######## block 1 ########
==> block_1/m2.png <==
Cells faint in the background.
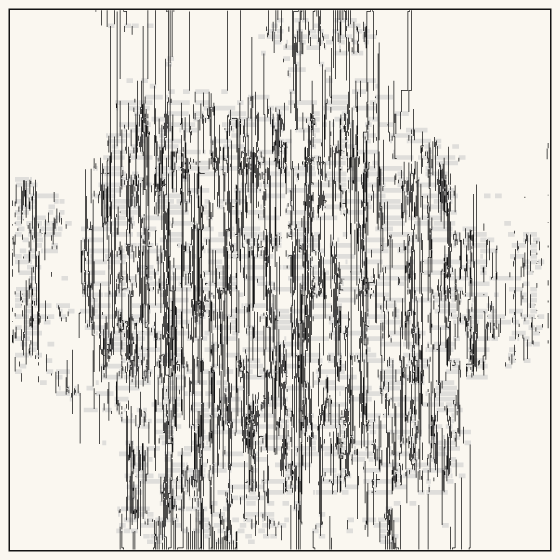
==> block_1/placed.png <==
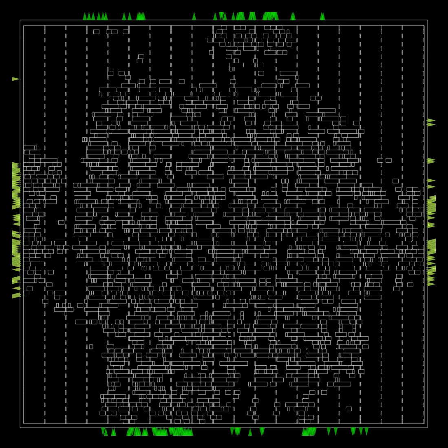
<file path="config.mk">
export PLATFORM = sky130hd
export DESIGN_NAME = alu_issue_ctrl
export DESIGN_NICKNAME = d
export VERILOG_FILES = /design/src/rtl/alu_pkg.sv /design/src/rtl/alu_regfile.sv /design/src/rtl/alu_issue_ctrl.sv
export SDC_FILE = /design/constraint.sdc
export NUM_CORES = 1
export LEC_CHECK = 0
export CAP_MARGIN = 25
export CORE_MARGIN = 2
export CORE_UTILIZATION = 25
export DETAILED_ROUTE_END_ITERATION = 12
export PLACE_DENSITY = 0.47
export SYNTH_ARGS = -nofsm -noshare
export SYNTH_HDL_FRONTEND = slang
export SYNTH_SLANG_ARGS = --single-unit
</file>
<file path="constraint.sdc">
create_clock -name clk -period 3.31 [get_ports clk]
set_input_delay 0.662 -clock clk [delete_from_list [all_inputs] [get_ports clk]]
set_output_delay 0.662 -clock clk [all_outputs]
set_load 0.02 [all_outputs]
</file>
<file path="src/rtl/alu_pkg.sv">
// Shared definitions for the ALU issue/writeback slice: function codes,
// FSM state encoding and the default datapath width.
package alu_pkg;

  localparam int unsigned SIZE_DEFAULT = 32;

  localparam logic [2:0] FN_ADD = 3'd0;
  localparam logic [2:0] FN_SUB = 3'd1;
  localparam logic [2:0] FN_AND = 3'd2;
  localparam logic [2:0] FN_OR  = 3'd3;
  localparam logic [2:0] FN_NOR = 3'd4;

  typedef enum logic [1:0] {
    IDLE = 2'd0,
    READ = 2'd1,
    EXEC = 2'd2,
    DONE = 2'd3
  } state_t;

endpackage

</file>
<file path="src/rtl/alu_regfile.sv">
// Register file: two asynchronous read ports, one synchronous write port,
// entry 0 hardwired to zero, synchronous active-low clear of all entries.
module alu_regfile #(
  parameter int unsigned WIDTH = 32,
  parameter int unsigned DEPTH = 8,
  localparam int unsigned AW   = $clog2(DEPTH)
) (
  input  logic             clk,
  input  logic             rst_n,
  input  logic             we,
  input  logic [AW-1:0]    waddr,
  input  logic [WIDTH-1:0] wdata,
  input  logic [AW-1:0]    raddr_a,
  output logic [WIDTH-1:0] rdata_a,
  input  logic [AW-1:0]    raddr_b,
  output logic [WIDTH-1:0] rdata_b
);

  logic [WIDTH-1:0] mem [DEPTH];

  always_ff @(posedge clk) begin
    if (!rst_n) begin
      for (int unsigned i = 0; i < DEPTH; i++) mem[i] <= '0;
    end else if (we && (waddr != '0)) begin
      mem[waddr] <= wdata;
    end
  end

  assign rdata_a = (raddr_a == '0) ? '0 : mem[raddr_a];
  assign rdata_b = (raddr_b == '0) ? '0 : mem[raddr_b];

endmodule

</file>
<file path="src/rtl/alu_issue_ctrl.sv">
// Issue/writeback stage in front of a combinational ALU: IDLE->READ->EXEC->DONE.
// Optional op/zero counters are built when ALU_ISSUE_STATS_EN is defined.
module alu_issue_ctrl
  import alu_pkg::*;
#(
  parameter int unsigned SIZE  = SIZE_DEFAULT,
  parameter int unsigned NREGS = 8,
  localparam int unsigned AW   = $clog2(NREGS)
) (
  input  logic            clk,
  input  logic            rst_n,
  input  logic            ld_en,
  input  logic [AW-1:0]   ld_addr,
  input  logic [SIZE-1:0] ld_data,
  input  logic            instr_valid,
  output logic            instr_ready,
  input  logic [2:0]      instr_func,
  input  logic [AW-1:0]   instr_rs,
  input  logic [AW-1:0]   instr_rt,
  input  logic [AW-1:0]   instr_rd,
  output logic [SIZE-1:0] alu_a,
  output logic [SIZE-1:0] alu_b,
  output logic [2:0]      alu_func,
  input  logic [SIZE-1:0] alu_out,
  input  logic            alu_zero,
  output logic            done_valid,
  input  logic            done_ready,
  output logic [SIZE-1:0] done_result,
  output logic            done_zero,
  output logic [AW-1:0]   done_rd
`ifdef ALU_ISSUE_STATS_EN
  ,
  output logic [15:0]     stat_ops,
  output logic [15:0]     stat_zero
`endif
);

  state_t          state_q, state_d;
  logic [2:0]      func_q;
  logic [AW-1:0]   rs_q, rt_q, rd_q;
  logic            accept;
  logic            wr_en;
  logic [AW-1:0]   wr_addr;
  logic [SIZE-1:0] wr_data;
  logic [SIZE-1:0] rdata_a, rdata_b;

  assign accept = (state_q == IDLE) && instr_valid;

  always_ff @(posedge clk) begin
    if (!rst_n) state_q <= IDLE;
    else        state_q <= state_d;
  end

  always_comb begin
    state_d = state_q;
    unique case (state_q)
      IDLE: if (instr_valid) state_d = READ;
      READ: state_d = EXEC;
      EXEC: state_d = DONE;
      DONE: if (done_ready) state_d = IDLE;
      default: state_d = IDLE;
    endcase
  end

  always_comb begin
    instr_ready = (state_q == IDLE);
  end

  // One write port shared by preload (IDLE only) and writeback (EXEC only);
  // a preload coinciding with accept lands before READ samples the file.
  always_comb begin
    wr_en   = 1'b0;
    wr_addr = ld_addr;
    wr_data = ld_data;
    if (state_q == EXEC) begin
      wr_en   = 1'b1;
      wr_addr = rd_q;
      wr_data = alu_out;
    end else if (state_q == IDLE) begin
      wr_en   = ld_en;
    end
  end

  alu_regfile #(
    .WIDTH (SIZE),
    .DEPTH (NREGS)
  ) u_regfile (
    .clk     (clk),
    .rst_n   (rst_n),
    .we      (wr_en),
    .waddr   (wr_addr),
    .wdata   (wr_data),
    .raddr_a (rs_q),
    .rdata_a (rdata_a),
    .raddr_b (rt_q),
    .rdata_b (rdata_b)
  );

  always_ff @(posedge clk) begin
    if (!rst_n) begin
      func_q      <= '0;
      rs_q        <= '0;
      rt_q        <= '0;
      rd_q        <= '0;
      alu_a       <= '0;
      alu_b       <= '0;
      alu_func    <= '0;
      done_valid  <= 1'b0;
      done_result <= '0;
      done_zero   <= 1'b0;
      done_rd     <= '0;
    end else begin
      unique case (state_q)
        IDLE: begin
          if (accept) begin
            func_q <= instr_func;
            rs_q   <= instr_rs;
            rt_q   <= instr_rt;
            rd_q   <= instr_rd;
          end
        end
        READ: begin
          alu_a    <= rdata_a;
          alu_b    <= rdata_b;
          alu_func <= func_q;
        end
        EXEC: begin
          done_result <= alu_out;
          done_zero   <= alu_zero;
          done_rd     <= rd_q;
          done_valid  <= 1'b1;
        end
        DONE: begin
          if (done_ready) done_valid <= 1'b0;
        end
        default: ;
      endcase
    end
  end

`ifdef ALU_ISSUE_STATS_EN
  always_ff @(posedge clk) begin
    if (!rst_n) begin
      stat_ops  <= '0;
      stat_zero <= '0;
    end else if (state_q == EXEC) begin
      stat_ops <= stat_ops + 16'd1;
      if (alu_zero) stat_zero <= stat_zero + 16'd1;
    end
  end
`endif

endmodule

</file>
==> notes.md <==
flow finished, numbers: endpoint class of the critical path register, CP peak stage delay 0.56 ns, Hold Path Origin func_q[1], CTS clk-pin slew, worst paths 0.06 ns, final setup slack of the worst path 0.6056 ns, Residual DRC 0, Crit path buffers/inverters 2, Yosys cell types 33, cell type with the highest aggregate area in the netlist sky130_fd_sc_hd__edfxtp_1, most frequent standard cell in the layout excluding fill and tap cells sky130_fd_sc_hd__mux2i_1, quantity of gates resized following cts 0, cell at the slowest stage of the critical path sky130_fd_sc_hd__nor2b_1, Hold Path Stages 2, top-area cell type share of the netlist area 44.27%, Insertion Delay late pin 0.58 ns, met3 track demand over resource in global routing 2.722%, worst min-delay path endpoint func_q[1], run status completed, largest net degree at the start of global routing 49, utilization after layout 32.47%, final number of max-transition violations 0, summed area of non-filler cells in the final layout 22310 um^2, Synth Cell Area 17370 um^2
Notes on block_1/m2.png above:
main direction: vertical
nets with wire on the layer: 1469
share of all routed wire: 49%
longest straight run: 103 um
wire length on this layer: 28.3 mm
total wire length after detailed routing: 57210 um
number of vias in the routed layout: 12249

Notes on block_1/placed.png above:
number of standard cells in the layout, taps in and fillers out: 2624
core footprint: 68710 um^2
placement row count: 96

cells by family after synthesis:
| family | after synthesis | synth area share [%] |
|---|---|---|
| AND-OR/OR-AND | 218 | 9.604 |
| other | 1 | 0.02159 |
| AND/OR/NAND/NOR | 388 | 8.970 |
| buffers and inverters | 114 | 3.689 |
| multiplexers | 326 | 18.79 |
| adder cells (fa/ha/maj) | 5 | 0.3603 |
| flip-flops | 380 | 58.56 |
where the power goes:
part | leakage, uW | total (uW) | switching (uW) | internal (uW)
Sequential | 0.00364 | 6100 | 452 | 5650
Combinational | 0.00317 | 4210 | 2510 | 1700
Clock | 0.000779 | 5210 | 2030 | 3190
sequential cells by signal, indices dropped and copies added, names as in the netlist, 3 cells and up, named ones only:
name	cells
alu_a	32
rd_q	3
done_rd	3
rt_q	3
alu_b	32
u_regfile.mem	256
rs_q	3
alu_func	3
done_result	32
func_q	3
area by class of cell:
cell class | count | area, um^2 | area share, %
sequential | 380 | 10180 | 45.62
inverter | 4 | 17.52 | 0.07852
clock inverter | 18 | 190.2 | 0.8524
clock buffer | 68 | 1378 | 6.175
tap | 931 | 1165 | 5.221
timing repair buffer | 254 | 2530 | 11.34
multi-input combinational | 969 | 6853 | 30.72

######## block 2 ########
==> block_2/port_trees.png <==
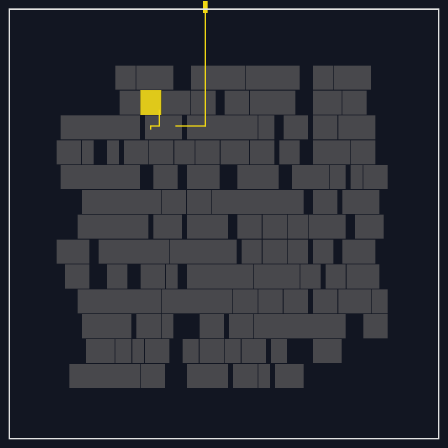
==> block_2/placed.png <==
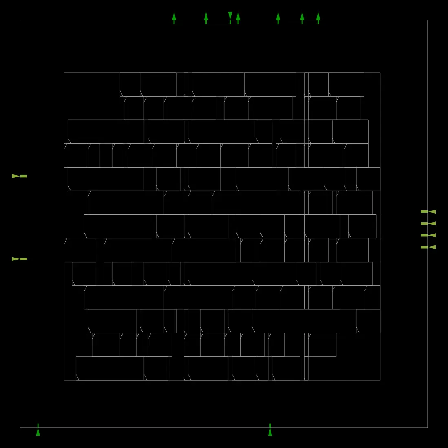
==> block_2/class_map.png <==
Fill, decap, tap and diode cells in grey.
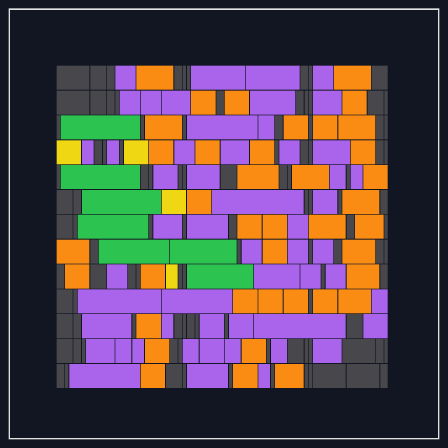
## config.mk

```make
export PLATFORM = sky130hd
export DESIGN_NAME = aclk_controller
export DESIGN_NICKNAME = d
export VERILOG_FILES = /design/src/rtl/aclk_pkg.sv /design/src/rtl/aclk_timeout_cnt.sv /design/src/rtl/aclk_controller.sv
export SDC_FILE = /design/constraint.sdc
export NUM_CORES = 1
export LEC_CHECK = 0
export CAP_MARGIN = 20
export CORE_MARGIN = 5
export CORE_UTILIZATION = 41
export DETAILED_ROUTE_END_ITERATION = 16
export PLACE_DENSITY_LB_ADDON = 0.2
export SETUP_SLACK_MARGIN = 0.1
export SYNTH_ARGS = -nofsm -noshare
export SYNTH_HDL_FRONTEND = slang
export SYNTH_SLANG_ARGS = --single-unit
```

## constraint.sdc

```tcl
create_clock -name clock -period 1.4 [get_ports clock]
set_input_delay 0.28 -clock clock [delete_from_list [all_inputs] [get_ports clock]]
set_output_delay 0.28 -clock clock [all_outputs]
set_load 0.02 [all_outputs]
```

## src/rtl/aclk_pkg.sv

```systemverilog
// rtl/aclk_pkg.sv - shared state encoding and key/timeout constants for the alarm clock controller
package aclk_pkg;

   localparam logic [3:0] NOKEY        = 4'hA;
   localparam int         TIMEOUT_SECS = 10;
   localparam int         CNT_W        = 4;

   typedef enum logic [2:0] {
      SHOW_TIME        = 3'd0,
      KEY_STORED       = 3'd1,
      KEY_WAIT         = 3'd2,
      KEY_ENTRY        = 3'd3,
      SHOW_ALARM       = 3'd4,
      SET_ALARM_TIME   = 3'd5,
      SET_CURRENT_TIME = 3'd6
   } state_e;

   // Codes above 9 (NOKEY and the unused B-F) all count as "no key".
   function automatic logic is_digit(input logic [3:0] k);
      return (k <= 4'd9);
   endfunction

endpackage

```

## src/rtl/aclk_timeout_cnt.sv

```systemverilog
// rtl/aclk_timeout_cnt.sv - key-entry inactivity timer counting one_second pulses
module aclk_timeout_cnt
   import aclk_pkg::*;
(
   input  logic clock,
   input  logic reset,
   input  logic clear,
   input  logic enable,
   input  logic one_second,
   output logic expired
);

   localparam logic [CNT_W-1:0] LAST = CNT_W'(TIMEOUT_SECS - 1);

   logic [CNT_W-1:0] count_q, count_d;

   // Holds at LAST so a late pulse still reports expiry instead of wrapping.
   always_comb begin
      count_d = count_q;
      if (clear) begin
         count_d = '0;
      end else if (enable && one_second && (count_q != LAST)) begin
         count_d = count_q + CNT_W'(1);
      end
   end

   always_ff @(posedge clock) begin
      if (reset) begin
         count_q <= '0;
      end else begin
         count_q <= count_d;
      end
   end

   // Not gated by clear: clear is derived from the next state, which depends on expired.
   assign expired = enable & one_second & (count_q == LAST);

endmodule

```

## src/rtl/aclk_controller.sv

```systemverilog
// rtl/aclk_controller.sv - Moore FSM sequencing keypad entry, alarm view and time/alarm loads
module aclk_controller
   import aclk_pkg::*;
(
   input  logic       clock,
   input  logic       reset,
   input  logic       one_second,
   input  logic [3:0] key,
   input  logic       alarm_button,
   input  logic       time_button,
   output logic       show_a,
   output logic       show_new_time,
   output logic       shift,
   output logic       load_new_a,
   output logic       load_new_c,
   output logic       reset_count
);

   state_e state_q, state_d;
   logic   timing;
   logic   tmo_clear;
   logic   expired;

   assign timing    = (state_q == KEY_WAIT) || (state_q == KEY_ENTRY);
   assign tmo_clear = !timing || (state_d == KEY_STORED);

   aclk_timeout_cnt u_timeout (
      .clock      (clock),
      .reset      (reset),
      .clear      (tmo_clear),
      .enable     (timing),
      .one_second (one_second),
      .expired    (expired)
   );

   always_ff @(posedge clock) begin
      if (reset) begin
         state_q <= SHOW_TIME;
      end else begin
         state_q <= state_d;
      end
   end

   always_comb begin
      state_d = state_q;
      case (state_q)
         SHOW_TIME: begin
            if (alarm_button)       state_d = SHOW_ALARM;
            else if (is_digit(key)) state_d = KEY_STORED;
         end
         KEY_STORED: state_d = KEY_WAIT;
         KEY_WAIT: begin
            // A held key must be released before another digit is accepted.
            if (!is_digit(key)) state_d = KEY_ENTRY;
            else if (expired)   state_d = SHOW_TIME;
         end
         KEY_ENTRY: begin
            if (alarm_button)       state_d = SET_ALARM_TIME;
            else if (time_button)   state_d = SET_CURRENT_TIME;
            else if (is_digit(key)) state_d = KEY_STORED;
            else if (expired)       state_d = SHOW_TIME;
         end
         SHOW_ALARM: begin
            if (!alarm_button) state_d = SHOW_TIME;
         end
         SET_ALARM_TIME:   state_d = SHOW_TIME;
         SET_CURRENT_TIME: state_d = SHOW_TIME;
         default:          state_d = SHOW_TIME;
      endcase
   end

   always_comb begin
      show_a        = 1'b0;
      show_new_time = 1'b0;
      shift         = 1'b0;
      load_new_a    = 1'b0;
      load_new_c    = 1'b0;
      reset_count   = 1'b0;
      case (state_q)
         KEY_STORED: begin
            shift         = 1'b1;
            show_new_time = 1'b1;
         end
         KEY_WAIT:   show_new_time = 1'b1;
         KEY_ENTRY:  show_new_time = 1'b1;
         SHOW_ALARM: show_a        = 1'b1;
         SET_ALARM_TIME: load_new_a = 1'b1;
         SET_CURRENT_TIME: begin
            load_new_c  = 1'b1;
            reset_count = 1'b1;
         end
         default: ;
      endcase
   end

endmodule

```

==> notes.md <==
flow finished, numbers: run status complete, but fails checks, Final Total Pwr 731.8 uW, main kind of combinational logic by area simple AND/OR/NAND/NOR gates, cell types with the largest area share after synthesis sky130_fd_sc_hd__dfxtp_1 25%, sky130_fd_sc_hd__o41ai_2 5.8%, sky130_fd_sc_hd__ha_1 4.5%, sky130_fd_sc_hd__nor4_1 4.5%, sky130_fd_sc_hd__o21ai_0 3.6%, net count after synthesis 75, final setup slack of the worst path -0.2718 ns, headroom to the max-slew limit 79.87%, top-area cell type share of the netlist area 25.17%, first-pass GRT wire length 2573 um, total power per unit cell area 705.5 nW/um^2, violated checks setup timing, # setup viols final 6, leakage dissipation 0.0004341 uW, Residual DRC 0, data required time of the worst path 1.55 ns, number of fill cells in the layout 90
About block_2/port_trees.png:
| port | colour | bits | direction | end cells | buffers | wire |
|---|---|---|---|---|---|---|
| show_a | yellow | 1 | output | 1 | 1 | 18.6 um |
Port-buffer cells: 13
top-level I/O count: 15

About block_2/placed.png:
core footprint: 1285 um^2
number of sequential storage elements: 7
flop share of the area: 14.84%
utilization after layout: 80.72%
placement row count: 13

About block_2/class_map.png:
| class | colour | cells | share of their area |
|---|---|---|---|
| remaining buffers and delay cells | orange | 39 | 33% |
| registers | green | 7 | 15% |
| remaining logic cells | purple | 53 | 49% |
| clock drivers and dummy loads | yellow | 4 | 2.6% |
summed area of non-filler cells in the final layout: 1037 um^2

## final timing paths
path	cells past startpoint	endpoint	startpoint	slack (ns)
setup reg to reg	7	u_timeout.count_q[2]	u_timeout.count_q[1]	-0.27
setup / recovery	7	u_timeout.count_q[2]	u_timeout.count_q[1]	-0.27
hold / removal	4	state_q[2]	time_button	0.55
hold reg to reg	2	state_q[0]	state_q[2]	0.60
## final cells by class
| cell class | instances | area share [%] |
|---|---|---|
| inverters | 3 | 1.809 |
| repair buffers | 39 | 32.45 |
| well taps | 15 | 1.809 |
| flip-flops and latches | 7 | 14.84 |
| clock buffers | 4 | 2.533 |
| multi-input cells | 50 | 46.56 |
## state kept, by name, summed over array words and instances, names as in the netlist
name / count
state_q: 3
u_timeout.count_q: 4
## worst register-to-register path: stages (launching register included)
cell                       delay [ns]
sky130_fd_sc_hd__dfxtp_2         0.33
sky130_fd_sc_hd__inv_2           0.04
sky130_fd_sc_hd__ha_4            0.15
sky130_fd_sc_hd__and4b_4         0.21
sky130_fd_sc_hd__o41ai_4         0.33
sky130_fd_sc_hd__a211oi_2        0.12
sky130_fd_sc_hd__buf_4           0.17
sky130_fd_sc_hd__nor4_4          0.23

######## block 3 ########
==> block_3/port_trees.png <==
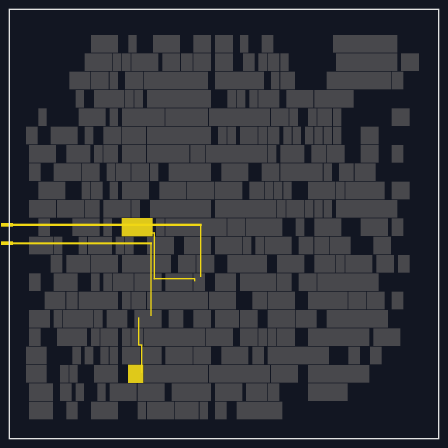
==> block_3/m3.png <==
The bar under the picture is 20 um long.
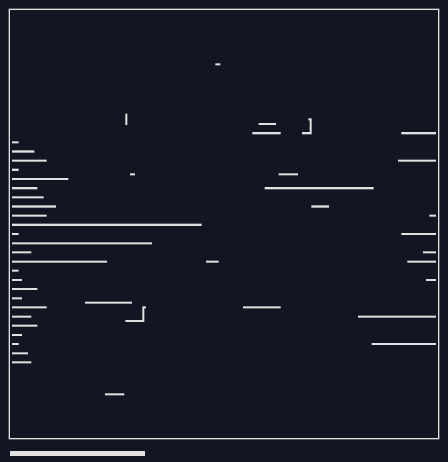
===== src/rtl/riscy_phase_sequencer.sv =====
// RISCY instruction sequencer: steps each instruction through FETCH, DECODE,
// EXECUTE and UPDATE (one clock per phase) and decodes OPCODE/IFLAG/flags into
// per-phase datapath enables. Also owns run/idle/halt control and a
// retired-instruction counter.
//
// Opcode map (OPW=4): 0 NOP, 1 LDA, 2 LDB, 3-8 ALU ops, 9 JMP, A JZ, B JC,
// C IN, D OUT, E DIR, F HLT.
module riscy_phase_sequencer #(
  parameter int OPW   = 4,
  parameter int ICNTW = 16
) (
  input  logic             CLK,
  input  logic             RST,
  input  logic             RUN,
  input  logic [OPW-1:0]   OPCODE,
  input  logic             IFLAG,
  input  logic             ZF,
  input  logic             CF,
  output logic             IR_EN,
  output logic             RAM_CS,
  output logic             RAM_RD,
  output logic             RAM_WS,
  output logic             RDR_EN,
  output logic             MUX_SEL,
  output logic             A_EN,
  output logic             B_EN,
  output logic             ALU_EN,
  output logic             ALU_OE,
  output logic             PORT_EN,
  output logic             PDR_EN,
  output logic             PORT_RD,
  output logic             PC_EN,
  output logic             PC_LOAD,
  output logic [1:0]       PHASE,
  output logic             BUSY,
  output logic             HALTED,
  output logic [ICNTW-1:0] ICOUNT
);

  typedef enum logic [2:0] {
    S_RESET,
    S_IDLE,
    S_FETCH,
    S_DECODE,
    S_EXECUTE,
    S_UPDATE,
    S_HALT
  } state_t;

  state_t state, state_nxt;

  logic op_nop, op_lda, op_ldb, op_alu, op_jmp, op_jz, op_jc;
  logic op_in, op_out, op_dir, op_hlt, needs_operand;

  // Opcode classification shared by the next-state and output decode.
  always_comb begin
    op_nop        = (OPCODE == OPW'(0));
    op_lda        = (OPCODE == OPW'(1));
    op_ldb        = (OPCODE == OPW'(2));
    op_alu        = (OPCODE >= OPW'(3)) && (OPCODE <= OPW'(8));
    op_jmp        = (OPCODE == OPW'(9));
    op_jz         = (OPCODE == OPW'(10));
    op_jc         = (OPCODE == OPW'(11));
    op_in         = (OPCODE == OPW'(12));
    op_out        = (OPCODE == OPW'(13));
    op_dir        = (OPCODE == OPW'(14));
    op_hlt        = (OPCODE == OPW'(15));
    needs_operand = op_lda | op_ldb | op_out | op_dir;
  end

  // State register; reset forces RESET so every decoded enable drops at once.
  always_ff @(posedge CLK or posedge RST) begin
    if (RST) state <= S_RESET;
    else     state <= state_nxt;
  end

  // Retired-instruction counter: advances on every edge that leaves UPDATE.
  always_ff @(posedge CLK or posedge RST) begin
    if (RST)                    ICOUNT <= '0;
    else if (state == S_UPDATE) ICOUNT <= ICOUNT + ICNTW'(1);
  end

  // Next-state logic and Moore-style output decode.
  always_comb begin
    state_nxt = state;
    IR_EN     = 1'b0;
    RAM_CS    = 1'b0;
    RAM_RD    = 1'b0;
    RAM_WS    = 1'b0;
    RDR_EN    = 1'b0;
    MUX_SEL   = 1'b0;
    A_EN      = 1'b0;
    B_EN      = 1'b0;
    ALU_EN    = 1'b0;
    ALU_OE    = 1'b0;
    PORT_EN   = 1'b0;
    PDR_EN    = 1'b0;
    PORT_RD   = 1'b0;
    PC_EN     = 1'b0;
    PC_LOAD   = 1'b0;
    PHASE     = 2'd0;
    BUSY      = 1'b0;
    HALTED    = 1'b0;

    unique case (state)
      S_RESET: state_nxt = S_IDLE;
      S_IDLE:  if (RUN) state_nxt = S_FETCH;
      S_FETCH: begin
        state_nxt = S_DECODE;
        BUSY      = 1'b1;
        PHASE     = 2'd0;
        IR_EN     = 1'b1;
      end
      S_DECODE: begin
        state_nxt = S_EXECUTE;
        BUSY      = 1'b1;
        PHASE     = 2'd1;
        if (needs_operand && !IFLAG) begin
          RAM_CS = 1'b1;
          RAM_RD = 1'b1;
          RDR_EN = 1'b1;
        end
      end
      S_EXECUTE: begin
        state_nxt = S_UPDATE;
        BUSY      = 1'b1;
        PHASE     = 2'd2;
        MUX_SEL   = ~IFLAG;
        A_EN      = op_lda;
        B_EN      = op_ldb;
        ALU_EN    = op_alu;
        PORT_EN   = op_out;
        PDR_EN    = op_dir;
      end
      S_UPDATE: begin
        BUSY    = 1'b1;
        PHASE   = 2'd3;
        PC_EN   = ~op_hlt;
        // Only one bus driver per instruction: ALU result or port pins.
        ALU_OE  = op_alu;
        PORT_RD = op_in;
        RAM_CS  = op_alu | op_in;
        RAM_WS  = op_alu | op_in;
        PC_LOAD = op_jmp | (op_jz & ZF) | (op_jc & CF) | (op_nop & 1'b0);
        if (op_hlt)   state_nxt = S_HALT;
        else if (RUN) state_nxt = S_FETCH;
        else          state_nxt = S_IDLE;
      end
      S_HALT: HALTED = 1'b1;
      default: state_nxt = S_RESET;
    endcase
  end

endmodule


===== config.mk =====
export PLATFORM = sky130hd
export DESIGN_NAME = riscy_phase_sequencer
export DESIGN_NICKNAME = d
export VERILOG_FILES = /design/src/rtl/riscy_phase_sequencer.sv
export SDC_FILE = /design/constraint.sdc
export NUM_CORES = 1
export LEC_CHECK = 0
export ABC_AREA = 1
export ABC_CLOCK_PERIOD_IN_PS = 1100
export CORE_MARGIN = 2
export CORE_UTILIZATION = 35
export DETAILED_ROUTE_END_ITERATION = 6
export GPL_TIMING_DRIVEN = 0
export PLACE_DENSITY = 0.68
export SYNTH_ARGS = -nofsm -noshare
export SYNTH_HDL_FRONTEND = slang
export SYNTH_SLANG_ARGS = --single-unit

===== constraint.sdc =====
create_clock -name CLK -period 1.1 [get_ports CLK]
set_input_delay 0.165 -clock CLK [delete_from_list [all_inputs] [get_ports CLK]]
set_output_delay 0.165 -clock CLK [all_outputs]
set_load 0.01 [all_outputs]

==> notes.md <==
flow finished, numbers: number of global-route vias before repair 1436, total die area 4031 um^2, Chip Height 63.49 um, fraction of area in clock buffers and inverters 1.062%, number of buffers outside the clock class in the layout 98, Largest Pwr Group combinational logic, count of non-CTS inverters in the layout 27, data required time of the worst path 0.94 ns, adder share 4.040%, run status complete, but fails checks, final setup slack of the worst path -0.5300 ns, met2 demand-to-capacity share in global routing 38.82%, violated checks setup timing, Crit path buffers/inverters 4, Final Total Pwr 4005 uW, number of fill cells in the layout 268, total placed instance area 1788 um^2, CP peak stage delay 0.46 ns, proportion of synthesized chip area in sequential cells 38.38%, # setup viols final 42, worst reg2reg endpoint ICOUNT[13], met3 track demand over resource in global routing 3.036%, combinational power 2630 uW, worst vdd rail ir drop 0.001135 V, number of antenna repair diodes 0, critical path, cell by cell buf_6 -> nand3_4 -> buf_12 -> clkinv_8 -> nand2_2 -> nand2_2 -> buf_6, critical path class reg2out, HPWL reported at the end of detailed placement 2208 um, chip area in the Yosys report 1239 um^2, layout cells sized above 1 59.18%, Clk Tree Root Cell sky130_fd_sc_hd__clkbuf_4
## Picture notes: block_3/port_trees.png
| port | colour | bits | direction | end cells | buffers | wire |
|---|---|---|---|---|---|---|
| PHASE | yellow | 2 | output | 2 | 2 | 88.9 um |

## Picture notes: block_3/m3.png
main direction: horizontal
longest straight run: 27.8 um
nets with wire on the layer: 42
share of all routed wire: 4.8%
wire length on this layer: 221 um
number of vias in the routed layout: 1498
total wire length after detailed routing: 4590 um

worst max-delay path by stage:
stage | endpoint | startpoint | slack (ns)
after floorplan | ICOUNT[10] | ICOUNT[1] | -0.11
after global placement | RDR_EN | OPCODE[3] | -1.0
after detailed placement | RDR_EN | OPCODE[3] | -1.02
after CTS | RDR_EN | state[2] | -0.45
after global routing | PHASE[0] | state[2] | -0.58
final | PHASE[0] | state[2] | -0.53
Yosys cell counts, drive strengths merged:
cell type	instances	share of area [%]
a21oi	2	0.81
buf	2	1.5
dfrtp	19	38
ha	4	4.0
inv	27	8.2
nand2	44	14
nand3	14	7.1
nand4	4	2.0
nor2	27	9.6
nor3	4	2.0
nor3b	1	1.0
nor4	2	1.0
o21ai	4	1.9
o21bai	1	0.61
or2	1	0.51
xnor2	6	4.2
xor2	5	3.5
timing repair:
action	CTS	global route
pin swaps	31	24
setup endpoints to repair	52	51
gates resized	183	58
buffers inserted	47	14
logic make-up (layout without fill, tap and decap cells):
group,after synthesis,count (layout)
DFF,19,19
AOI/OAI and AO/OA,7,7
buffers and inverters,29,129
xor gates and xnor gates,11,11
and+or+nand+nor,97,97
adders and majority gates,4,4
state kept, by name (all words and copies together), names as in the netlist:
name / flops
state: 3
ICOUNT: 16

######## block 4 ########
==> block_4/m2.png <==
Cells faint in the background.
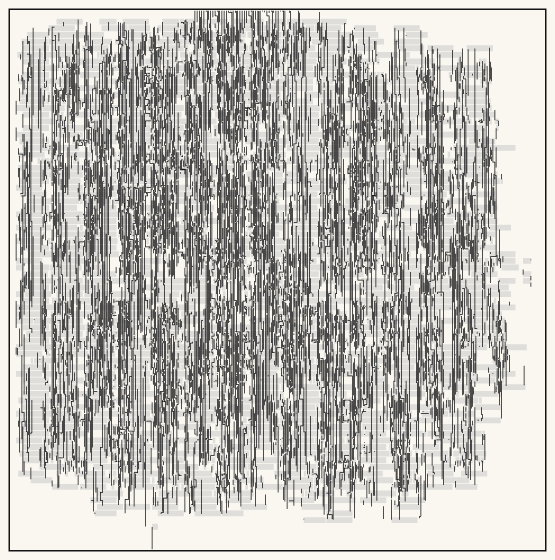
==> block_4/port_trees.png <==
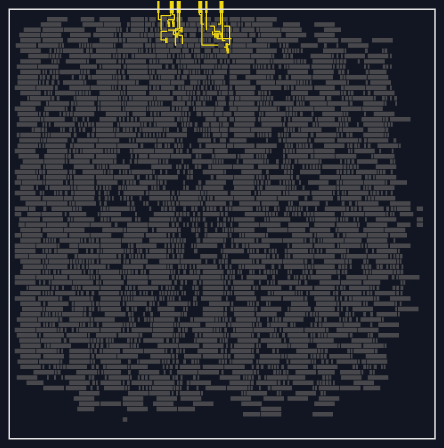
$ cat config.mk
export PLATFORM = sky130hd
export DESIGN_NAME = fb_mem_responder
export DESIGN_NICKNAME = d
export VERILOG_FILES = /design/src/rtl/fb_mem_responder.sv
export SDC_FILE = /design/constraint.sdc
export NUM_CORES = 1
export LEC_CHECK = 0
export ABC_AREA = 1
export CORE_AREA = 2 2 217 219
export DETAILED_ROUTE_END_ITERATION = 7
export DIE_AREA = 0 0 219 221
export GPL_TIMING_DRIVEN = 0
export PLACE_DENSITY = 0.8
export SLEW_MARGIN = 15
export SYNTH_ARGS = -nofsm -noshare
export SYNTH_HDL_FRONTEND = slang
export SYNTH_SLANG_ARGS = --single-unit
$ cat constraint.sdc
create_clock -name clk -period 8.95 [get_ports clk]
set_input_delay 2.685 -clock clk [delete_from_list [all_inputs] [get_ports clk]]
set_output_delay 2.685 -clock clk [all_outputs]
set_load 0.1 [all_outputs]
$ cat src/rtl/fb_mem_responder.sv
// Memory-side responder for the FB CPU bus: single-port word memory, program
// loader that holds the CPU in reset while filling memory, and one memory-mapped output register.
module fb_mem_responder #(
    parameter int ADDRESS_WIDTH = 6,
    parameter int DATA_WIDTH    = 10,
    parameter int IO_ADDR       = 63
) (
    input  logic                     clk,
    input  logic                     rst,
    input  logic [ADDRESS_WIDTH-1:0] MAR,
    input  logic                     RAMWr,
    input  logic [DATA_WIDTH-1:0]    MDRIn,
    output logic [DATA_WIDTH-1:0]    MDROut,
    input  logic                     ld_valid,
    input  logic [DATA_WIDTH-1:0]    ld_data,
    input  logic                     ld_last,
    output logic                     ld_ready,
    input  logic                     ld_start,
    output logic                     cpu_rst,
    output logic [DATA_WIDTH-1:0]    io_out,
    output logic                     io_strobe
);

    localparam int DEPTH = 2 ** ADDRESS_WIDTH;
    localparam logic [ADDRESS_WIDTH-1:0] PTR_MAX   = {ADDRESS_WIDTH{1'b1}};
    localparam logic [ADDRESS_WIDTH-1:0] PTR_ZERO  = {ADDRESS_WIDTH{1'b0}};
    localparam logic [ADDRESS_WIDTH-1:0] IO_ADDR_C = ADDRESS_WIDTH'(IO_ADDR);

    typedef enum logic [1:0] {
        ST_LOAD    = 2'd0,
        ST_RELEASE = 2'd1,
        ST_RUN     = 2'd2
    } state_t;

    state_t                   state_r;
    state_t                   state_nxt_s;
    logic [ADDRESS_WIDTH-1:0] ptr_r;
    logic [ADDRESS_WIDTH-1:0] ptr_nxt_s;
    logic                     cpu_rst_r;
    logic                     ld_ready_r;

    logic                     we_s;
    logic [ADDRESS_WIDTH-1:0] waddr_s;
    logic [DATA_WIDTH-1:0]    wdata_s;
    logic                     io_hit_s;

    logic [DATA_WIDTH-1:0]    mem_r [0:DEPTH-1];

    // Next-state, loader pointer and the single memory write port selection.
    always_comb begin
        state_nxt_s = state_r;
        ptr_nxt_s   = ptr_r;
        we_s        = 1'b0;
        waddr_s     = ptr_r;
        wdata_s     = ld_data;
        io_hit_s    = 1'b0;
        case (state_r)
            ST_LOAD: begin
                if (ld_valid) begin
                    we_s    = 1'b1;
                    waddr_s = ptr_r;
                    wdata_s = ld_data;
                    // The pointer saturates at the top address; the load ends there.
                    if (ld_last || (ptr_r == PTR_MAX)) begin
                        state_nxt_s = ST_RELEASE;
                    end else begin
                        ptr_nxt_s = ptr_r + ADDRESS_WIDTH'(1);
                    end
                end else begin
                    we_s = 1'b0;
                end
            end
            ST_RELEASE: begin
                state_nxt_s = ST_RUN;
            end
            ST_RUN: begin
                if (RAMWr) begin
                    we_s     = 1'b1;
                    waddr_s  = MAR;
                    wdata_s  = MDRIn;
                    io_hit_s = (MAR == IO_ADDR_C);
                end else begin
                    we_s = 1'b0;
                end
                if (ld_start) begin
                    state_nxt_s = ST_LOAD;
                    ptr_nxt_s   = PTR_ZERO;
                end else begin
                    state_nxt_s = ST_RUN;
                end
            end
            default: begin
                state_nxt_s = ST_LOAD;
                ptr_nxt_s   = PTR_ZERO;
            end
        endcase
    end

    // Control state, registered handshake/reset outputs, read data and IO register.
    always_ff @(posedge clk) begin
        if (rst) begin
            state_r    <= ST_LOAD;
            ptr_r      <= PTR_ZERO;
            cpu_rst_r  <= 1'b1;
            ld_ready_r <= 1'b1;
            MDROut     <= {DATA_WIDTH{1'b0}};
            io_out     <= {DATA_WIDTH{1'b0}};
            io_strobe  <= 1'b0;
        end else begin
            state_r    <= state_nxt_s;
            ptr_r      <= ptr_nxt_s;
            cpu_rst_r  <= (state_nxt_s != ST_RUN);
            ld_ready_r <= (state_nxt_s == ST_LOAD);
            MDROut     <= mem_r[MAR];
            io_strobe  <= io_hit_s;
            if (io_hit_s) begin
                io_out <= MDRIn;
            end
        end
    end

    // Memory write port; the read above sees the pre-write contents (read-first).
    always_ff @(posedge clk) begin
        if (!rst && we_s) begin
            mem_r[waddr_s] <= wdata_s;
        end
    end

    // Reset forces the CPU into reset and stalls the loader within the same cycle.
    assign cpu_rst  = cpu_rst_r | rst;
    assign ld_ready = ld_ready_r & ~rst;

endmodule

==> notes.md <==
flow finished, numbers: run status completed, area grow syn2layout 15.28%, count of hold buffers inserted by post-cts repair 0, number of global-route vias before repair 19096, adder share 0.04583%, final setup slack of the worst path 1.300 ns, sum of negative setup slack 0 ns, first-pass GRT wire length 113600 um, footprint of the multi-input gates 6878 um^2, violation tally from detailed-route iteration zero 3069, net count after synthesis 2422, Insertion Delay late pin 0.61 ns, setup repair after global routing missed its margin no, total die area 48400 um^2, arrival time of the worst setup path 4.96 ns, mean area per synthesized cell 11.43 um^2, setup slack on the worst flop-to-flop path 5.62 ns, core footprint 46060 um^2, fraction of area in clock buffers and inverters 6.826%, most frequent cells in the layout 833 x sky130_fd_sc_hd__nand2_1, 640 x sky130_fd_sc_hd__edfxtp_1, 546 x sky130_fd_sc_hd__nand3_1, top-level I/O count 55, number of standard cells in the layout, taps in and fillers out 3195, layout cells sized above 1 8.852%, Overall Global Routing Usage 31.86%, mux share 0%, most frequent standard cell in the layout excluding fill and tap cells sky130_fd_sc_hd__nand2_1, power share of the combinational group 7.8%, worst vdd rail ir drop 0.0001916 V, final estimated routing congestion in global placement 0.9680, logic share of the area 21.85%, most used routing layer met2, clock buf count 88, Clk Tree Root Cell sky130_fd_sc_hd__clkbuf_16, register area 19840 um^2, cell repeated most along the worst path sky130_fd_sc_hd__clkbuf_1, met1 demand-to-capacity share in global routing 42.60%, CTS Buf Count 67, headroom to the max-slew limit 15.31%, maximum root-to-sink buffer count 3, CTS clk-pin slew, worst paths 0.06 ns, Port-buffer cells 50
## Picture notes: block_4/m2.png
nets with wire on the layer: 2112
longest straight run: 90.4 um
met2 demand-to-capacity share in global routing: 50.29%
total wire length after detailed routing: 76510 um
number of vias in the routed layout: 19914

## Picture notes: block_4/port_trees.png
| port | colour | bits | direction | end cells | buffers | wire |
|---|---|---|---|---|---|---|
| ld_data | yellow | 10 | input | 10 | 10 | 205 um |

[final timing paths]
check             startpoint      endpoint  cells after the start
setup / recovery         rst      ld_ready                      4
hold / removal      ptr_r[4]      ptr_r[4]                      2
setup reg to reg  state_r[0]  mem_r[16][1]                      8
hold reg to reg     ptr_r[4]      ptr_r[4]                      2
[per-stage QoR]
stage | power [uW] | util, %
global placement | 4007 | 62.00
global route | 6900 | 68.32
finish | 6749 | 68.32
detailed placement | 4037 | 63.62
CTS | 6732 | 68.28
floorplan | 3824 | -
[power groups by stage]
stage | Clock (uW) | Sequential [uW] | Combinational [uW]
floorplan | 0 | 3570 | 255
global placement | 0 | 3560 | 449
detailed placement | 0 | 3530 | 506
CTS | 2760 | 3460 | 511
global route | 2880 | 3460 | 555
finish | 2760 | 3460 | 528
[critical path, delay by kind of cell]
family / cells / cell delay (ns)
buffers and inverters: 3 / 2.14
AND/OR/NAND/NOR: 1 / 0.13
[sequential cells by signal, summed over array words and instances, names as in the netlist]
name,flops
io_strobe,1
io_out,10
ld_ready_r,1
state_r,2
mem_r,640
cpu_rst_r,1
MDROut,10
ptr_r,6

######## block 5 ########
==> block_5/m3.png <==
The bar under the picture is 20 um long.
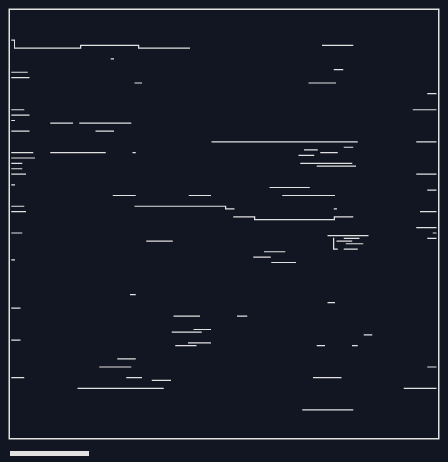
===== src/rtl/booth_pkg.sv =====
// rtl/booth_pkg.sv - shared types and constants for the radix-4 Booth sequential multiplier.
package booth_pkg;

    localparam int DEF_N = 12;

    // Counter width for N/2 Booth digits; never narrower than one bit.
    function automatic int cnt_width(input int n);
        return (n / 2 > 1) ? $clog2(n / 2) : 1;
    endfunction

    localparam int CNT_W = cnt_width(DEF_N);

    typedef enum logic [2:0] {
        ZERO = 3'd0,
        P1   = 3'd1,
        P2   = 3'd2,
        M1   = 3'd3,
        M2   = 3'd4
    } booth_digit_e;

    typedef enum logic [1:0] {
        IDLE = 2'd0,
        CALC = 2'd1,
        DONE = 2'd2
    } state_e;

    function automatic booth_digit_e booth_decode(input logic [2:0] triplet);
        booth_digit_e d;
        case (triplet)
            3'b001, 3'b010: d = P1;
            3'b011:         d = P2;
            3'b100:         d = M2;
            3'b101, 3'b110: d = M1;
            default:        d = ZERO;
        endcase
        return d;
    endfunction

endpackage


===== src/rtl/booth_pp_sel.sv =====
// rtl/booth_pp_sel.sv - combinational radix-4 Booth partial-product selector.
module booth_pp_sel
    import booth_pkg::*;
#(
    parameter int N = DEF_N
) (
    input  logic [2:0]   triplet,
    input  logic [N-1:0] a,
    output logic [N+1:0] pp
);

    // Two guard bits so that -2A of the most negative A still fits.
    logic [N+1:0]  a_ext;
    booth_digit_e  digit;

    assign a_ext = {{2{a[N-1]}}, a};
    assign digit = booth_decode(triplet);

    always_comb begin
        pp = '0;
        case (digit)
            P1:      pp = a_ext;
            P2:      pp = a_ext << 1;
            M1:      pp = -a_ext;
            M2:      pp = -(a_ext << 1);
            default: pp = '0;
        endcase
    end

endmodule


===== src/rtl/booth_seq_mult.sv =====
// rtl/booth_seq_mult.sv - iterative radix-4 Booth signed multiplier, one digit per clock.
// Optional BOOTH_MAC_EN adds acc_en: accumulate onto the previous product.
module booth_seq_mult
    import booth_pkg::*;
#(
    parameter int N = DEF_N
) (
    input  logic           clk,
    input  logic           reset,
    input  logic           in_valid,
    output logic           in_ready,
    input  logic [N-1:0]   multiplicand,
    input  logic [N-1:0]   multiplier,
`ifdef BOOTH_MAC_EN
    input  logic           acc_en,
`endif
    output logic           out_valid,
    input  logic           out_ready,
    output logic [2*N-1:0] product,
    output logic           busy
);

    localparam int        CW   = cnt_width(N);
    localparam logic [CW-1:0] LAST = CW'(N / 2 - 1);

    state_e           state_q, state_d;
    logic [N-1:0]     a_q, a_d;
    logic [N:0]       b_q, b_d;
    logic [2*N-1:0]   acc_q, acc_d;
    logic [CW-1:0]    count_q, count_d;
    logic [2*N-1:0]   product_q, product_d;
    logic             out_valid_q, out_valid_d;

    logic [N+1:0]     pp;
    logic [2*N-1:0]   pp_ext;
    logic [2*N-1:0]   pp_shift;
    logic [2*N-1:0]   acc_sum;
    logic [2*N-1:0]   acc_init;

    // b_q holds {B,1'b0} and is shifted right two bits per digit, so the
    // current triplet is always its low three bits.
    booth_pp_sel #(.N(N)) u_pp_sel (
        .triplet (b_q[2:0]),
        .a       (a_q),
        .pp      (pp)
    );

    assign pp_ext   = {{(N-2){pp[N+1]}}, pp};
    assign pp_shift = pp_ext << {count_q, 1'b0};
    assign acc_sum  = acc_q + pp_shift;

`ifdef BOOTH_MAC_EN
    assign acc_init = acc_en ? product_q : '0;
`else
    assign acc_init = '0;
`endif

    always_comb begin
        state_d     = state_q;
        a_d         = a_q;
        b_d         = b_q;
        acc_d       = acc_q;
        count_d     = count_q;
        product_d   = product_q;
        out_valid_d = out_valid_q;
        case (state_q)
            IDLE: begin
                if (in_valid) begin
                    a_d     = multiplicand;
                    b_d     = {multiplier, 1'b0};
                    acc_d   = acc_init;
                    count_d = '0;
                    state_d = CALC;
                end
            end
            CALC: begin
                acc_d   = acc_sum;
                b_d     = {2'b00, b_q[N:2]};
                count_d = count_q + CW'(1);
                if (count_q == LAST) begin
                    product_d   = acc_sum;
                    out_valid_d = 1'b1;
                    count_d     = '0;
                    state_d     = DONE;
                end
            end
            DONE: begin
                if (out_ready) begin
                    out_valid_d = 1'b0;
                    state_d     = IDLE;
                end
            end
            default: begin
                out_valid_d = 1'b0;
                state_d     = IDLE;
            end
        endcase
    end

    always_ff @(posedge clk or posedge reset) begin
        if (reset) begin
            state_q     <= IDLE;
            a_q         <= '0;
            b_q         <= '0;
            acc_q       <= '0;
            count_q     <= '0;
            product_q   <= '0;
            out_valid_q <= 1'b0;
        end else begin
            state_q     <= state_d;
            a_q         <= a_d;
            b_q         <= b_d;
            acc_q       <= acc_d;
            count_q     <= count_d;
            product_q   <= product_d;
            out_valid_q <= out_valid_d;
        end
    end

    assign in_ready  = (state_q == IDLE);
    assign busy      = (state_q != IDLE);
    assign out_valid = out_valid_q;
    assign product   = product_q;

endmodule

===== config.mk =====
export PLATFORM = sky130hd
export DESIGN_NAME = booth_seq_mult
export DESIGN_NICKNAME = d
export VERILOG_FILES = /design/src/rtl/booth_pkg.sv /design/src/rtl/booth_pp_sel.sv /design/src/rtl/booth_seq_mult.sv
export SDC_FILE = /design/constraint.sdc
export NUM_CORES = 1
export LEC_CHECK = 0
export ABC_CLOCK_PERIOD_IN_PS = 5200
export CORE_MARGIN = 2
export CORE_UTILIZATION = 50
export CTS_CLUSTER_SIZE = 10
export DETAILED_ROUTE_END_ITERATION = 16
export GPL_TIMING_DRIVEN = 1
export PLACE_DENSITY_LB_ADDON = 0.08
export SLEW_MARGIN = 20
export SYNTH_ARGS = -nofsm -noshare
export SYNTH_HDL_FRONTEND = slang
export SYNTH_SLANG_ARGS = --single-unit

===== constraint.sdc =====
create_clock -name clk -period 5.2 [get_ports clk]
set_clock_uncertainty 0.15 [all_clocks]
set_input_delay 0.78 -clock clk [delete_from_list [all_inputs] [get_ports clk]]
set_output_delay 0.78 -clock clk [all_outputs]
set_load 0.03 [all_outputs]

==> notes.md <==
flow finished, numbers: critical path, cell by cell inv_1 -> ha_2 -> or3b_2 -> o31a_1 -> o21ai_0 -> o311ai_0 -> buf_4 -> mux2i_2 -> mux2i_1 -> nor2_1 -> a21oi_1 -> ha_1 -> a21o_1 -> a21o_1 -> a21o_1 -> or4_1 -> o21ai_1 -> buf_4 -> o311ai_1 -> xnor3_1 -> o21ai_1, post-synthesis cell type with the largest instance count sky130_fd_sc_hd__nand2_1, number of nets in the layout 765, highest metal layer with signal wires met4, cell type with the highest aggregate area in the netlist sky130_fd_sc_hd__dfrtp_1, inserted tap cell count 140, endpoint class of the critical path register, met1 wire length 6391 um, first-pass GRT wire length 23270 um, run status completed, # setup viols final 0, headroom to the max-slew limit 33.76%, critical path class reg2reg, number of buffers added for setup after CTS 0, start point of the critical path a_q[0], simple-gate share of the synthesized area 22.11%, stage-log warning count 27
Notes on block_5/m3.png above:
share of all routed wire: 3.7%
nets with wire on the layer: 65
wire length on this layer: 516 um
main direction: horizontal
longest straight run: 36.8 um

-- stage by stage --
stage               instances  setup slack, ns  utilization (%)  setup TNS (ns)
floorplan                 663           0.4413                -               0
global placement          841           0.2457            57.98               0
CTS                       855           0.1050            59.51               0
global route              855         -0.01375            59.59        -0.02847
detailed placement        841           0.1255            58.00               0
finish                    855           0.2784            59.59               0
-- sequential cells by signal, summed over array words and instances (netlist names) --
register and cells:
acc_q 24, product 24, b_q 13, a_q 12, count_q 3, state_q 2, out_valid 1
-- worst max-delay path: cells and delay by family (launching register included) --
family                   cells  cell delay [ns]
adder cells (fa/ha/maj)      2             0.60
AND-OR/OR-AND               10             1.53
multiplexers                 2             0.28
flip-flops                   1             0.46
AND/OR/NAND/NOR              3             1.07
XOR/XNOR                     1             0.23
buffers and inverters        3             0.45
-- kinds of logic after synthesis --
group / count (synthesis)
flops: 79
xor+xnor: 31
simple gates: 265
compound gates: 171
fa+ha+maj: 25
mux: 29
buf+inv: 63

######## block 6 ########
==> block_6/m3.png <==
The bar under the picture is 20 um long.
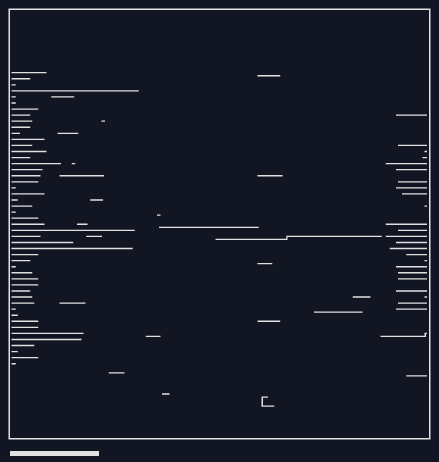
==> block_6/m2.png <==
Cells faint in the background.
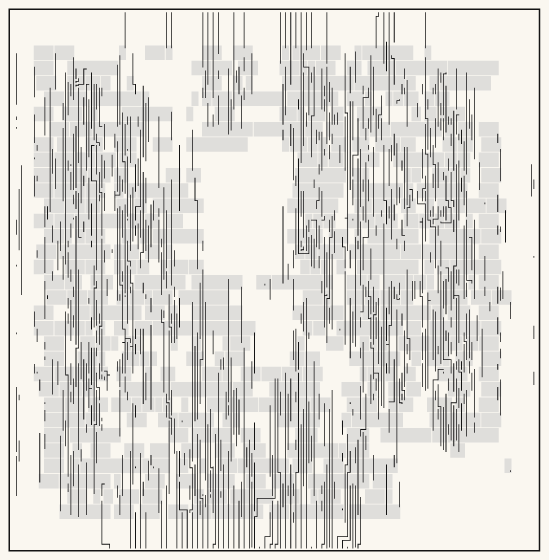
## config.mk

```make
export PLATFORM = sky130hd
export DESIGN_NAME = imm_encoder
export DESIGN_NICKNAME = d
export VERILOG_FILES = /design/src/rtl/imm_encoder.sv
export SDC_FILE = /design/constraint.sdc
export NUM_CORES = 1
export LEC_CHECK = 0
export CORE_AREA = 4 4 90 92
export CTS_BUF_LIST = sky130_fd_sc_hd__clkbuf_4
export CTS_CLUSTER_DIAMETER = 200
export DETAILED_ROUTE_END_ITERATION = 10
export DIE_AREA = 0 0 94 96
export PLACE_DENSITY = 0.89
export RECOVER_POWER = 50
export SETUP_SLACK_MARGIN = 0.3
export SLEW_MARGIN = 0
export SYNTH_ARGS = -nofsm -noshare
export SYNTH_HDL_FRONTEND = slang
export SYNTH_SLANG_ARGS = --single-unit
```

## constraint.sdc

```tcl
create_clock -name clk -period 4.4 [get_ports clk]
set_input_delay 0.88 -clock clk [delete_from_list [all_inputs] [get_ports clk]]
set_output_delay 0.88 -clock clk [all_outputs]
set_load 0.005 [all_outputs]
```

## src/rtl/imm_encoder.sv

```systemverilog
// rtl/imm_encoder.sv - splices an immediate into an instruction word, one-entry output stage with address counter
// Optional range checking with out_err/err_cnt is enabled by defining IMM_RANGE_CHECK_EN.
module imm_encoder #(
  parameter int ADDR_WIDTH = 32
) (
  input  logic                  clk,
  input  logic                  rst,
  input  logic                  flush,
  input  logic                  in_valid,
  output logic                  in_ready,
  input  logic [2:0]            ImmSel,
  input  logic [31:0]           imm,
  input  logic [31:0]           base,
  output logic                  out_valid,
  input  logic                  out_ready,
  output logic [31:0]           instr,
  output logic [ADDR_WIDTH-1:0] addr,
  output logic                  out_err,
  output logic [7:0]            err_cnt
);

  localparam logic [2:0] SEL_U = 3'b001;
  localparam logic [2:0] SEL_S = 3'b010;
  localparam logic [2:0] SEL_J = 3'b011;
  localparam logic [2:0] SEL_B = 3'b111;

  logic                  out_valid_q, out_valid_d;
  logic [31:0]           instr_q, instr_d;
  logic [ADDR_WIDTH-1:0] addr_q, addr_d;
  logic [31:0]           enc;
  logic                  accept, handshake;

  assign in_ready  = !out_valid_q || out_ready;
  assign handshake = out_valid_q && out_ready;
  assign accept    = in_valid && in_ready && !flush;

  // Load, I-type and the undefined selects all share the I layout via default
  always_comb begin
    enc = base;
    case (ImmSel)
      SEL_U: enc[31:12] = imm[31:12];
      SEL_S: begin
        enc[31:25] = imm[11:5];
        enc[11:7]  = imm[4:0];
      end
      SEL_J: begin
        enc[31]    = imm[20];
        enc[30:21] = imm[10:1];
        enc[20]    = imm[11];
        enc[19:12] = imm[19:12];
      end
      SEL_B: begin
        enc[31]    = imm[12];
        enc[30:25] = imm[10:5];
        enc[11:8]  = imm[4:1];
        enc[7]     = imm[11];
      end
      default: enc[31:20] = imm[11:0];
    endcase
  end

  always_comb begin
    out_valid_d = out_valid_q;
    instr_d     = instr_q;
    addr_d      = addr_q;
    if (flush) begin
      out_valid_d = 1'b0;
      addr_d      = '0;
    end else begin
      if (handshake) begin
        out_valid_d = 1'b0;
        addr_d      = addr_q + ADDR_WIDTH'(4);
      end
      if (accept) begin
        out_valid_d = 1'b1;
        instr_d     = enc;
      end
    end
  end

  always_ff @(posedge clk or posedge rst) begin
    if (rst) begin
      out_valid_q <= 1'b0;
      instr_q     <= '0;
      addr_q      <= '0;
    end else begin
      out_valid_q <= out_valid_d;
      instr_q     <= instr_d;
      addr_q      <= addr_d;
    end
  end

  assign out_valid = out_valid_q;
  assign instr     = instr_q;
  assign addr      = addr_q;

`ifdef IMM_RANGE_CHECK_EN
  logic       range_err;
  logic       out_err_q, out_err_d;
  logic [7:0] err_cnt_q, err_cnt_d;

  // A value fits an N-bit signed field when all bits from N-1 upward agree
  always_comb begin
    case (ImmSel)
      SEL_U:   range_err = |imm[11:0];
      SEL_J:   range_err = imm[0] || !((&imm[31:20]) || !(|imm[31:20]));
      SEL_B:   range_err = imm[0] || !((&imm[31:12]) || !(|imm[31:12]));
      default: range_err = !((&imm[31:11]) || !(|imm[31:11]));
    endcase
  end

  always_comb begin
    out_err_d = out_err_q;
    err_cnt_d = err_cnt_q;
    if (accept) begin
      out_err_d = range_err;
      if (range_err && err_cnt_q != 8'hFF) begin
        err_cnt_d = err_cnt_q + 8'd1;
      end
    end
  end

  always_ff @(posedge clk or posedge rst) begin
    if (rst) begin
      out_err_q <= 1'b0;
      err_cnt_q <= '0;
    end else begin
      out_err_q <= out_err_d;
      err_cnt_q <= err_cnt_d;
    end
  end

  assign out_err = out_err_q;
  assign err_cnt = err_cnt_q;
`else
  assign out_err = 1'b0;
  assign err_cnt = 8'd0;
`endif

endmodule

```

==> notes.md <==
flow finished, numbers: EDFF count, synth 0, first-pass iteration count of the detailed router 4, Residual DRC 0, tally of max-capacitance violations 1, Port-buffer cells 128, summed area of non-filler cells in the final layout 4851 um^2, Synth Cell Area 3372 um^2, number of antenna repair diodes 0, Seq cells post-synth 63, total grt overflow 0, cell total in the yosys stat output 348, area grow syn2layout 43.86%, Hold Worst Slack 0.4845 ns, critical path class in2reg, final number of max-transition violations 48, headroom to the max-slew limit -17.86%, main kind of combinational logic by area simple AND/OR/NAND/NOR gates, run status complete, but fails checks, initial antenna violation count 0, violated checks capacitance limit, slew limit, worst-path maximum fanout 57, maximum root-to-sink buffer count 2, instance count of the mapped netlist 348, Num Clock Sinks 63
Notes on block_6/m3.png above:
longest straight run: 28.3 um
wire length on this layer: 595 um
share of all routed wire: 6.6%
main direction: horizontal
nets with wire on the layer: 86

Notes on block_6/m2.png above:
longest straight run: 44.4 um
share of all routed wire: 53%
total wire length after detailed routing: 9016 um
met2 demand-to-capacity share in global routing: 37.20%
number of vias in the routed layout: 3131

==> area by class of cell <==
cell class                 instances  area [um^2]  share of cell area (%)
clock buffer                       9        67.56                   1.393
clock inverter                     7        121.4                   2.502
inverter                           7        26.28                  0.5417
multi-input combinational        256         1632                   33.63
sequential                        63         1577                   32.50
tap                               99        123.9                   2.554
timing repair buffer             132         1304                   26.88
==> routing by layer <==
metal  vias to the layer above  share of wire, %  GRT usage, %
li1                       1498                 -             -
met1                      1511                39         23.53
met2                       106                53         37.20
met3                        16               6.6         4.457
met4                         0               1.7         7.581
met5                         -                 0             0
==> cell usage after synthesis, drive strengths merged (5+ instances only) <==
library cell / n / area (um^2)
dfrtp: 63 / 1577
nand2: 36 / 135.1
o21ai: 32 / 160.2
a21oi: 24 / 120.1
mux2i: 19 / 190.2
buf: 17 / 118.9
o31ai: 16 / 120.1
clkbuf: 15 / 56.30
mux2: 15 / 168.9
nor2: 13 / 48.80
or4: 12 / 90.09
nand3: 10 / 55.05
or3: 8 / 53.80
inv: 7 / 26.28
nand4: 7 / 43.79
and2: 5 / 31.28
nand3b: 5 / 37.54
o22ai: 5 / 31.28
xnor2: 5 / 43.79


==> notes/layouts.md <==
Pictures saved along the way, in no particular order.

Metal 2.
Cells faint in the background.
panel A
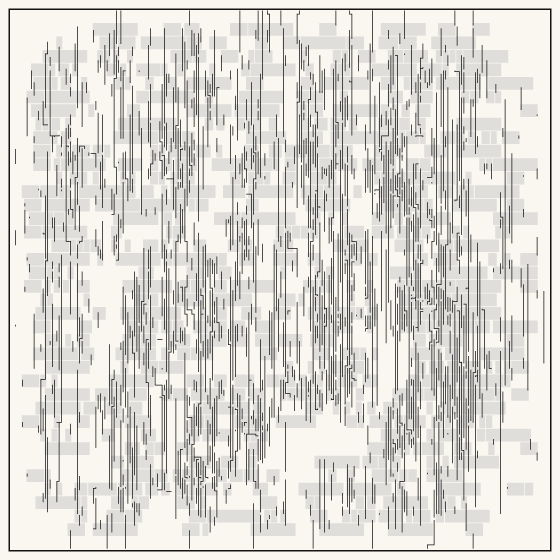
panel B
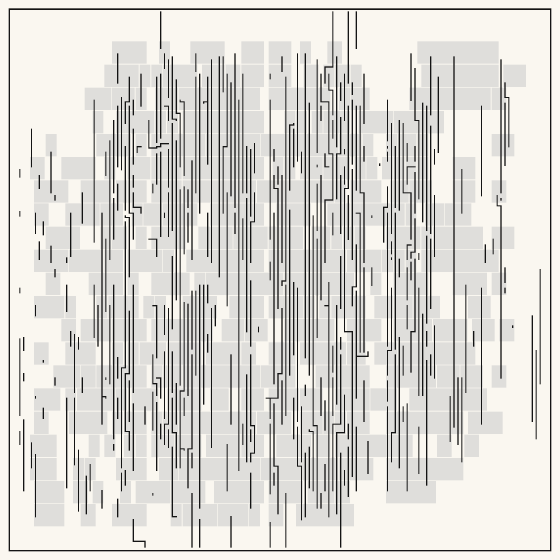
panel C
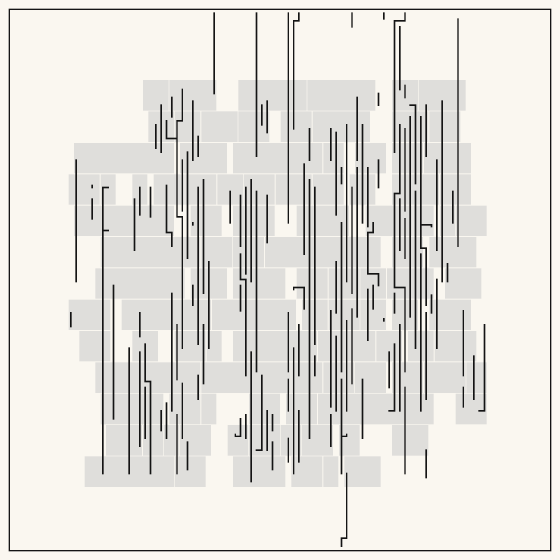
Panel C comes from block 2.
Panel A comes from block 5.
Panel B comes from block 3.

No activity file was given, so power comes from the tool's default toggle rates.
